# design 1

Fig. 1: design 1, signal wires on met3
Drawn at 4 px/um. Cells faint in the background.
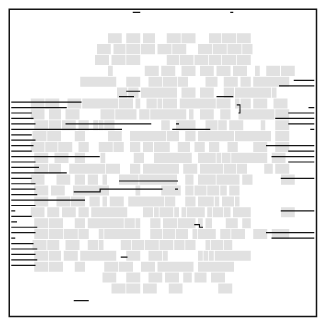

[config.mk]
export PLATFORM = sky130hd
export DESIGN_NAME = periph_instr_arbiter
export DESIGN_NICKNAME = d
export VERILOG_FILES = /design/src/rtl/periph_instr_arbiter.sv
export SDC_FILE = /design/constraint.sdc
export NUM_CORES = 1
export LEC_CHECK = 0
export CAP_MARGIN = 40
export CORE_MARGIN = 5
export CORE_UTILIZATION = 39
export CTS_CLUSTER_DIAMETER = 120
export DETAILED_ROUTE_END_ITERATION = 10
export HOLD_SLACK_MARGIN = 0.02
export PLACE_DENSITY = 0.86
export SETUP_SLACK_MARGIN = 0.4
export SLEW_MARGIN = 10
export SYNTH_ARGS = -nofsm -noshare
export SYNTH_HDL_FRONTEND = slang
export SYNTH_SLANG_ARGS = --single-unit
export TNS_END_PERCENT = 100
[constraint.sdc]
create_clock -name clk -period 5.6 [get_ports clk]
set_input_delay 0.84 -clock clk [delete_from_list [all_inputs] [get_ports clk]]
set_output_delay 0.84 -clock clk [all_outputs]
set_load 0.03 [all_outputs]
[src/rtl/periph_instr_arbiter.sv]
// periph_instr_arbiter
//   Round-robin arbiter for the module-instruction bus. The peripheral sources are
//   timers 0..2 and the mask block on index 3. The arbiter registers one winner's
//   word and holds it until the CPU FSM accepts it.
//
//   Optional build macro: ARB_BURST_EN. When defined, a req_last input is added.
//   A captured word with req_last=0 locks arbitration onto that requester until it
//   sends a word with req_last=1.
//
// Ports
//   clk        clock; all state changes on the rising edge
//   reset      asynchronous, active-high; clears all state
//   enable     0 blocks new grants; a word already held still drains
//   req        per-requester level request, held until acked
//   req_data   packed words; requester i drives [i*DWORD +: DWORD]
//   req_last   (ARB_BURST_EN only) last-word-of-burst flag per requester
//   req_ack    one-cycle pulse: that requester's word was captured on this edge
//   out_valid  out_data holds a word not yet accepted
//   out_data   granted instruction word
//   out_src    index of the requester that produced out_data
//   out_ready  CPU FSM accepts when out_valid and out_ready are both high
//   busy       same as out_valid
module periph_instr_arbiter #(
    parameter int unsigned NUM_REQ = 4,
    parameter int unsigned DWORD   = 16,
    parameter int unsigned SRC_W   = 2
) (
    input  logic                     clk,
    input  logic                     reset,
    input  logic                     enable,
    input  logic [NUM_REQ-1:0]       req,
    input  logic [NUM_REQ*DWORD-1:0] req_data,
`ifdef ARB_BURST_EN
    input  logic [NUM_REQ-1:0]       req_last,
`endif
    output logic [NUM_REQ-1:0]       req_ack,
    output logic                     out_valid,
    output logic [DWORD-1:0]         out_data,
    output logic [SRC_W-1:0]         out_src,
    input  logic                     out_ready,
    output logic                     busy
);

    typedef enum logic [0:0] {StIdle, StHold} state_e;

    state_e             r_state, w_state_next;
    logic [DWORD-1:0]   r_data, w_data_next;
    logic [SRC_W-1:0]   r_src, w_src_next;
    logic [SRC_W-1:0]   r_last_grant, w_last_next;
    logic [NUM_REQ-1:0] r_ack, w_ack_next;

    logic [NUM_REQ-1:0] w_elig;
    logic               w_found;
    logic [SRC_W-1:0]   w_win;
    logic [DWORD-1:0]   w_win_data;
    logic [NUM_REQ-1:0] w_win_onehot;
    int unsigned        w_dist;
    int unsigned        w_best;
    logic               w_free;
    logic               w_capture;

`ifdef ARB_BURST_EN
    logic               r_lock, w_lock_next;
    logic [SRC_W-1:0]   r_lock_src, w_lock_src_next;
    logic               w_win_last;
`endif

    // A requester whose ack is high this cycle has not yet updated its req/word,
    // so it is masked to avoid capturing the same word twice.
    always_comb begin
        w_elig = '0;
        for (int unsigned i = 0; i < NUM_REQ; i++) begin
            w_elig[i] = req[i] & ~r_ack[i] & enable;
`ifdef ARB_BURST_EN
            if (r_lock && (r_lock_src != SRC_W'(i))) begin
                w_elig[i] = 1'b0;
            end
`endif
        end
    end

    // Winner is the eligible index nearest after r_last_grant (wrapping), found by
    // ranking each index by its distance from last_grant+1.
    always_comb begin
        w_found      = 1'b0;
        w_win        = '0;
        w_win_data   = '0;
        w_win_onehot = '0;
        w_best       = NUM_REQ;
        w_dist       = 0;
`ifdef ARB_BURST_EN
        w_win_last   = 1'b1;
`endif
        for (int unsigned i = 0; i < NUM_REQ; i++) begin
            w_dist = (i + NUM_REQ - 1 - 32'(r_last_grant)) % NUM_REQ;
            if (w_elig[i] && (w_dist < w_best)) begin
                w_best          = w_dist;
                w_found         = 1'b1;
                w_win           = SRC_W'(i);
                w_win_data      = req_data[i*DWORD +: DWORD];
                w_win_onehot    = '0;
                w_win_onehot[i] = 1'b1;
`ifdef ARB_BURST_EN
                w_win_last      = req_last[i];
`endif
            end
        end
    end

    // The output slot is free when nothing is held or the held word leaves now.
    assign w_free    = (r_state == StIdle) || out_ready;
    assign w_capture = w_free && w_found;

    always_comb begin
        w_state_next    = r_state;
        w_data_next     = r_data;
        w_src_next      = r_src;
        w_last_next     = r_last_grant;
        w_ack_next      = '0;
`ifdef ARB_BURST_EN
        w_lock_next     = r_lock;
        w_lock_src_next = r_lock_src;
`endif
        if (w_capture) begin
            w_data_next = w_win_data;
            w_src_next  = w_win;
            w_last_next = w_win;
            w_ack_next  = w_win_onehot;
`ifdef ARB_BURST_EN
            w_lock_next     = ~w_win_last;
            w_lock_src_next = w_win;
`endif
        end
        case (r_state)
            StIdle: begin
                if (w_capture) begin
                    w_state_next = StHold;
                end
            end
            StHold: begin
                if (out_ready && !w_found) begin
                    w_state_next = StIdle;
                end
            end
            default: w_state_next = StIdle;
        endcase
    end

    always_ff @(posedge clk or posedge reset) begin
        if (reset) begin
            r_state      <= StIdle;
            r_data       <= '0;
            r_src        <= '0;
            r_last_grant <= SRC_W'(NUM_REQ - 1);
            r_ack        <= '0;
        end else begin
            r_state      <= w_state_next;
            r_data       <= w_data_next;
            r_src        <= w_src_next;
            r_last_grant <= w_last_next;
            r_ack        <= w_ack_next;
        end
    end

`ifdef ARB_BURST_EN
    always_ff @(posedge clk or posedge reset) begin
        if (reset) begin
            r_lock     <= 1'b0;
            r_lock_src <= '0;
        end else begin
            r_lock     <= w_lock_next;
            r_lock_src <= w_lock_src_next;
        end
    end
`endif

    assign out_valid = (r_state == StHold);
    assign busy      = out_valid;
    assign out_data  = r_data;
    assign out_src   = r_src;
    assign req_ack   = r_ack;

endmodule
# design 2

`src/rtl/fetch_seq.sv`:
```
// fetch_seq: instruction fetch/sequence stage holding PC, IR and {carry,zero} flags; optional SINGLE_STEP_EN adds step_i.
// Latency: 3 cycles per instruction (FETCH, DECODE, EXEC) with zero-wait memory, plus one per memory wait cycle.
// Backpressure: FETCH holds req/addr until imem_ack_i; with SINGLE_STEP_EN, DECODE holds until step_i.
module fetch_seq #(
    parameter int                ADDR_W   = 5,
    parameter logic [ADDR_W-1:0] RESET_PC = '0
) (
    input  logic                clk_i,
    input  logic                rst_i,
    output logic                imem_req_o,
    output logic [ADDR_W-1:0]   imem_addr_o,
    input  logic                imem_ack_i,
    input  logic [3+ADDR_W-1:0] imem_data_i,
    output logic [2:0]          op_o,
    output logic [ADDR_W-1:0]   operand_o,
    output logic [1:0]          flags_o,
    input  logic                jmp_i,
    input  logic                wf_i,
    input  logic [1:0]          flags_d_i,
`ifdef SINGLE_STEP_EN
    input  logic                step_i,
`endif
    output logic                exec_o,
    output logic [ADDR_W-1:0]   pc_o
);

    typedef enum logic [1:0] {
        RST_WAIT = 2'd0,
        FETCH    = 2'd1,
        DECODE   = 2'd2,
        EXEC     = 2'd3
    } state_t;

    state_t              state;
    state_t              state_nxt;
    logic [ADDR_W-1:0]   pc;
    logic [3+ADDR_W-1:0] ir;
    logic [1:0]          flags;

    // State register; reset parks in RST_WAIT so the first fetch starts one cycle after release.
    always_ff @(posedge clk_i or posedge rst_i) begin
        if (rst_i) begin
            state <= RST_WAIT;
        end else begin
            state <= state_nxt;
        end
    end

    // Next-state: FETCH waits for ack, DECODE settles (or waits for a step), EXEC always returns to FETCH.
    always_comb begin
        state_nxt = state;
        case (state)
            RST_WAIT: state_nxt = FETCH;
            FETCH:    state_nxt = imem_ack_i ? DECODE : FETCH;
`ifdef SINGLE_STEP_EN
            DECODE:   state_nxt = step_i ? EXEC : DECODE;
`else
            DECODE:   state_nxt = EXEC;
`endif
            EXEC:     state_nxt = FETCH;
            default:  state_nxt = RST_WAIT;
        endcase
    end

    // Handshake and execute strobes come from the registered state only, so inputs never reach them combinationally.
    always_comb begin
        imem_req_o = 1'b0;
        exec_o     = 1'b0;
        case (state)
            FETCH:   imem_req_o = 1'b1;
            EXEC:    exec_o     = 1'b1;
            default: begin
                imem_req_o = 1'b0;
                exec_o     = 1'b0;
            end
        endcase
    end

    // Architectural registers: IR loads only on an ack seen in FETCH; PC and flags commit only at the EXEC closing edge.
    always_ff @(posedge clk_i or posedge rst_i) begin
        if (rst_i) begin
            pc    <= RESET_PC;
            ir    <= '0;
            flags <= 2'b00;
        end else begin
            if (state == FETCH && imem_ack_i) begin
                ir <= imem_data_i;
            end
            if (state == EXEC) begin
                // Jump target and pc+1 both wrap naturally at 2^ADDR_W.
                pc <= jmp_i ? ir[ADDR_W-1:0] : pc + ADDR_W'(1);
                if (wf_i) begin
                    flags <= flags_d_i;
                end
            end
        end
    end

    assign imem_addr_o = pc;
    assign pc_o        = pc;
    assign op_o        = ir[3+ADDR_W-1 -: 3];
    assign operand_o   = ir[ADDR_W-1:0];
    assign flags_o     = flags;

endmodule

```
`config.mk`:
```
export PLATFORM = sky130hd
export DESIGN_NAME = fetch_seq
export DESIGN_NICKNAME = d
export VERILOG_FILES = /design/src/rtl/fetch_seq.sv
export SDC_FILE = /design/constraint.sdc
export NUM_CORES = 1
export LEC_CHECK = 0
export ABC_AREA = 1
export ABC_CLOCK_PERIOD_IN_PS = 1100
export CAP_MARGIN = 20
export CELL_PAD_IN_SITES_DETAIL_PLACEMENT = 1
export CELL_PAD_IN_SITES_GLOBAL_PLACEMENT = 2
export CORE_MARGIN = 10
export CORE_UTILIZATION = 21
export CTS_BUF_LIST = sky130_fd_sc_hd__clkbuf_4
export CTS_CLUSTER_DIAMETER = 40
export DETAILED_ROUTE_END_ITERATION = 12
export PLACE_DENSITY = 0.79
export SLEW_MARGIN = 5
export SYNTH_ARGS = -nofsm -noshare
export SYNTH_HDL_FRONTEND = slang
export SYNTH_SLANG_ARGS = --single-unit
```
`constraint.sdc`:
```
create_clock -name clk_i -period 1.1 [get_ports clk_i]
set_clock_uncertainty 0.05 [all_clocks]
set_input_delay 0.11 -clock clk_i [delete_from_list [all_inputs] [get_ports clk_i]]
set_output_delay 0.11 -clock clk_i [all_outputs]
set_load 0.005 [all_outputs]
```
Fig. 2: design 2, congestion heat map
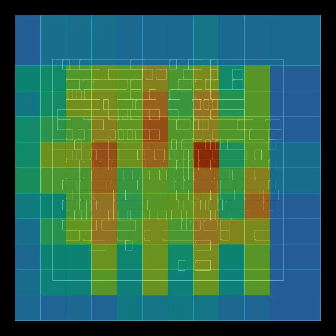
GRT Total Usage: 8.271%
global route hottest layer: met2
met3 Use GR: 5.292%
Final Util: 41.28%

==> changes_impl.md, design 2 <==
### Implementation results

* Share of layout cells above drive strength 1 at a little under half
* Cells after synthesis at ~100
* Post-route cell area at roughly 1500 um^2
* Finished Layout Cells at between 200 and 250
* Clock transition at path regs at ~100 ps
* Slew Viols, Final at 0
* Yosys warning count at 0
* Crit path max-delay cell type: dfrtp_1
* Largest net degree at the start of global routing at 18
* Final WS setup at -108.9 ps
* Comb/total area at between 20% and 30%
* Top class by area: buffers
* Detailed-route DRC error count at 0
* Period utilization at 109.9%
* Max Cap Viol at 0
* Yosys Instances at approximately 100
* Failing checks: setup timing
* First-pass GRT wire length at around 4.4 mm
* Routed via count at around 900
* Total negative slack at -892.1 ps
* Pleak at between 0.7 and 0.8 nW
* # H-tree levels at 1
* Post-route ant nets at 0
* CP Launch Point: state[1]
* Initial antenna violation count at 0
* Detailed placement HPWL at 2.080 mm
* Worst Path Required at 940 ps
* Final min period at between 1000 and 1500 ps
* Routed wl met2 at approximately 1.4 mm
* Worst slew margin at 72.74%
* Nets at roughly 190
* Fraction of area in registers at 27.53%
* Endpoints failing setup at 13
* Crit Path Max Fanout at 2
* Status: finished, violations left
* Most frequent logic cell in the layout: nand2_1
* IO Port Bufs at 36
* N_taps at 48
* Antenna Cells at 0
* CTS tree: built
* Overflow after GRT at 0
* Worst min-delay path class: input pin to asynchronous set/reset pin
* Async SR Flop Fraction at 100.0%
-- design 2: where the power goes --
part	switching [W]	leakage [nW]	internal, W	total (W)
registers	0.000155	0.205	0.000880	0.00103
clock network	0.000203	0.0177	0.000135	0.000339
logic	0.00100	0.560	0.00135	0.00235
total	0.00136	0.782	0.00237	0.00373
-- design 2: kinds of logic after synthesis --
family                   Yosys count  share of synthesized area [%]
buffers and inverters             15                          10.15
adder cells (fa/ha/maj)            1                          1.515
AND/OR/NAND/NOR                   60                          32.12
flip-flops                        17                          51.52
AND-OR/OR-AND                      7                          4.696
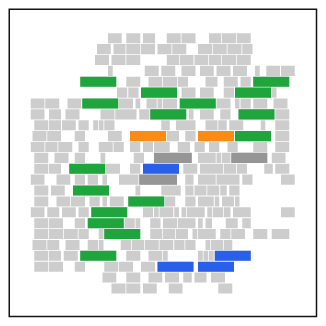
Fig. 3. Sequential cells grouped by signal name (design 1).
Drawn at 4 px/um.
legend:
  req_ack:
    color: blue
    sequential_cells: 4
    where: south
  out_data:
    color: green
    sequential_cells: 16
  out_src:
    color: orange
    sequential_cells: 2

Notes on Fig. 1 above:
longest straight run: 27.4 um
share of all routed wire: 8.3%
routed via count: 1771
met3 Use GR: 5.437%
total detailed-routing wirelength: 5.277 mm

==> changes_impl.md, design 1 <==
### Implementation results

* Status: complete, no violations
* Filler cells at around 370
* P_comb at between 0.0005 and 0.0006 W
* Top Metal Used: met4
* Mapped cell area at around 1700 um^2
* Clock transition at path regs at around 90 ps
* Post-synthesis average cell area at between 9 and 10 um^2
* Basic Gates by Area at between 10% and 20%
* Yosys Chip Area at 1720 um^2
* N_taps at between 50 and 60
* Slew Viols, Final at 0
* Pwr Total at ~0.00095 W
* Die ar. at a little under 6000 um^2
* Slew at the pin with the worst max-slew slack at approximately 850 ps
* Fmax at just over 0.2 GHz
* Crit path max-delay cell type: clkdlybuf4s50_1
* Fp util at about two fifths
* Non-clock buffer share at around 37%
* Peak supply drop at approximately 0.17 mV
* Crit Path Max Fanout at 19
* NetSw at 0.0004080 W
* Fraction of area in registers at a little under a quarter
* Setup Fix Bufs, Post-CTS at 0
* Sw Ratio at 42.88%
* Largest area contributor in the netlist: dfrtp_1
* Finished Layout Cells at about 320
* Top pwr grp: combinational logic
* OpenROAD warnings at 27
* Post-route cell area at 2775 um^2
* Clk. pwr at about 0.00011 W
* Yosys warning count at 0
* WP buf/inv at 1
* Post-synth top cells: 32 x o211ai_1, 23 x dfrtp_1, 18 x nand2_1
* Ys flop type: dfrtp_1
* Endpoints failing setup at 0
* Final WS setup at between 700 and 800 ps
* CTS tree: built
-- design 1: layout by cell type (no fill, tap or decap), types with 2 or more instances in the layout --
cell type,count
clkbuf_8,3
o22a_1,2
a22o_1,16
nor2b_1,6
o211ai_1,32
ha_1,3
nand3b_1,3
buf_4,5
nor2_1,7
dfstp_2,2
mux2i_1,16
o31a_1,2
a21oi_2,2
dfrtp_1,23
a211oi_2,2
nand2_1,18
inv_1,5
clkdlybuf4s50_1,94
a21oi_1,2
o21a_1,3


==> gallery <==
Routed metal, one color a layer.
image #1
Drawn at 3 px/um.
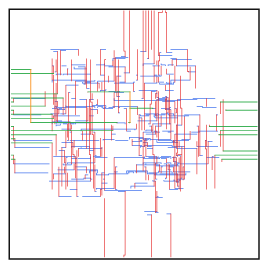
image #2
Drawn at 4 px/um.
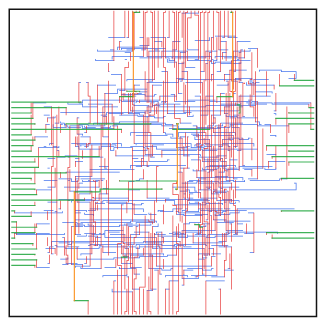
The one with the largest die is image #1.
Image #2 is design 1.
Image #1 is design 2.

Key to image #1:
legend:
  metal 3:
    color: green
    wire_length: 310 um
  metal 4:
    color: orange
    wire_length: 27.9 um
  metal 2:
    color: red
    wire_length: 1410 um
  metal 1:
    color: blue
    wire_length: 1020 um

Power and IR drop assume default switching activity.
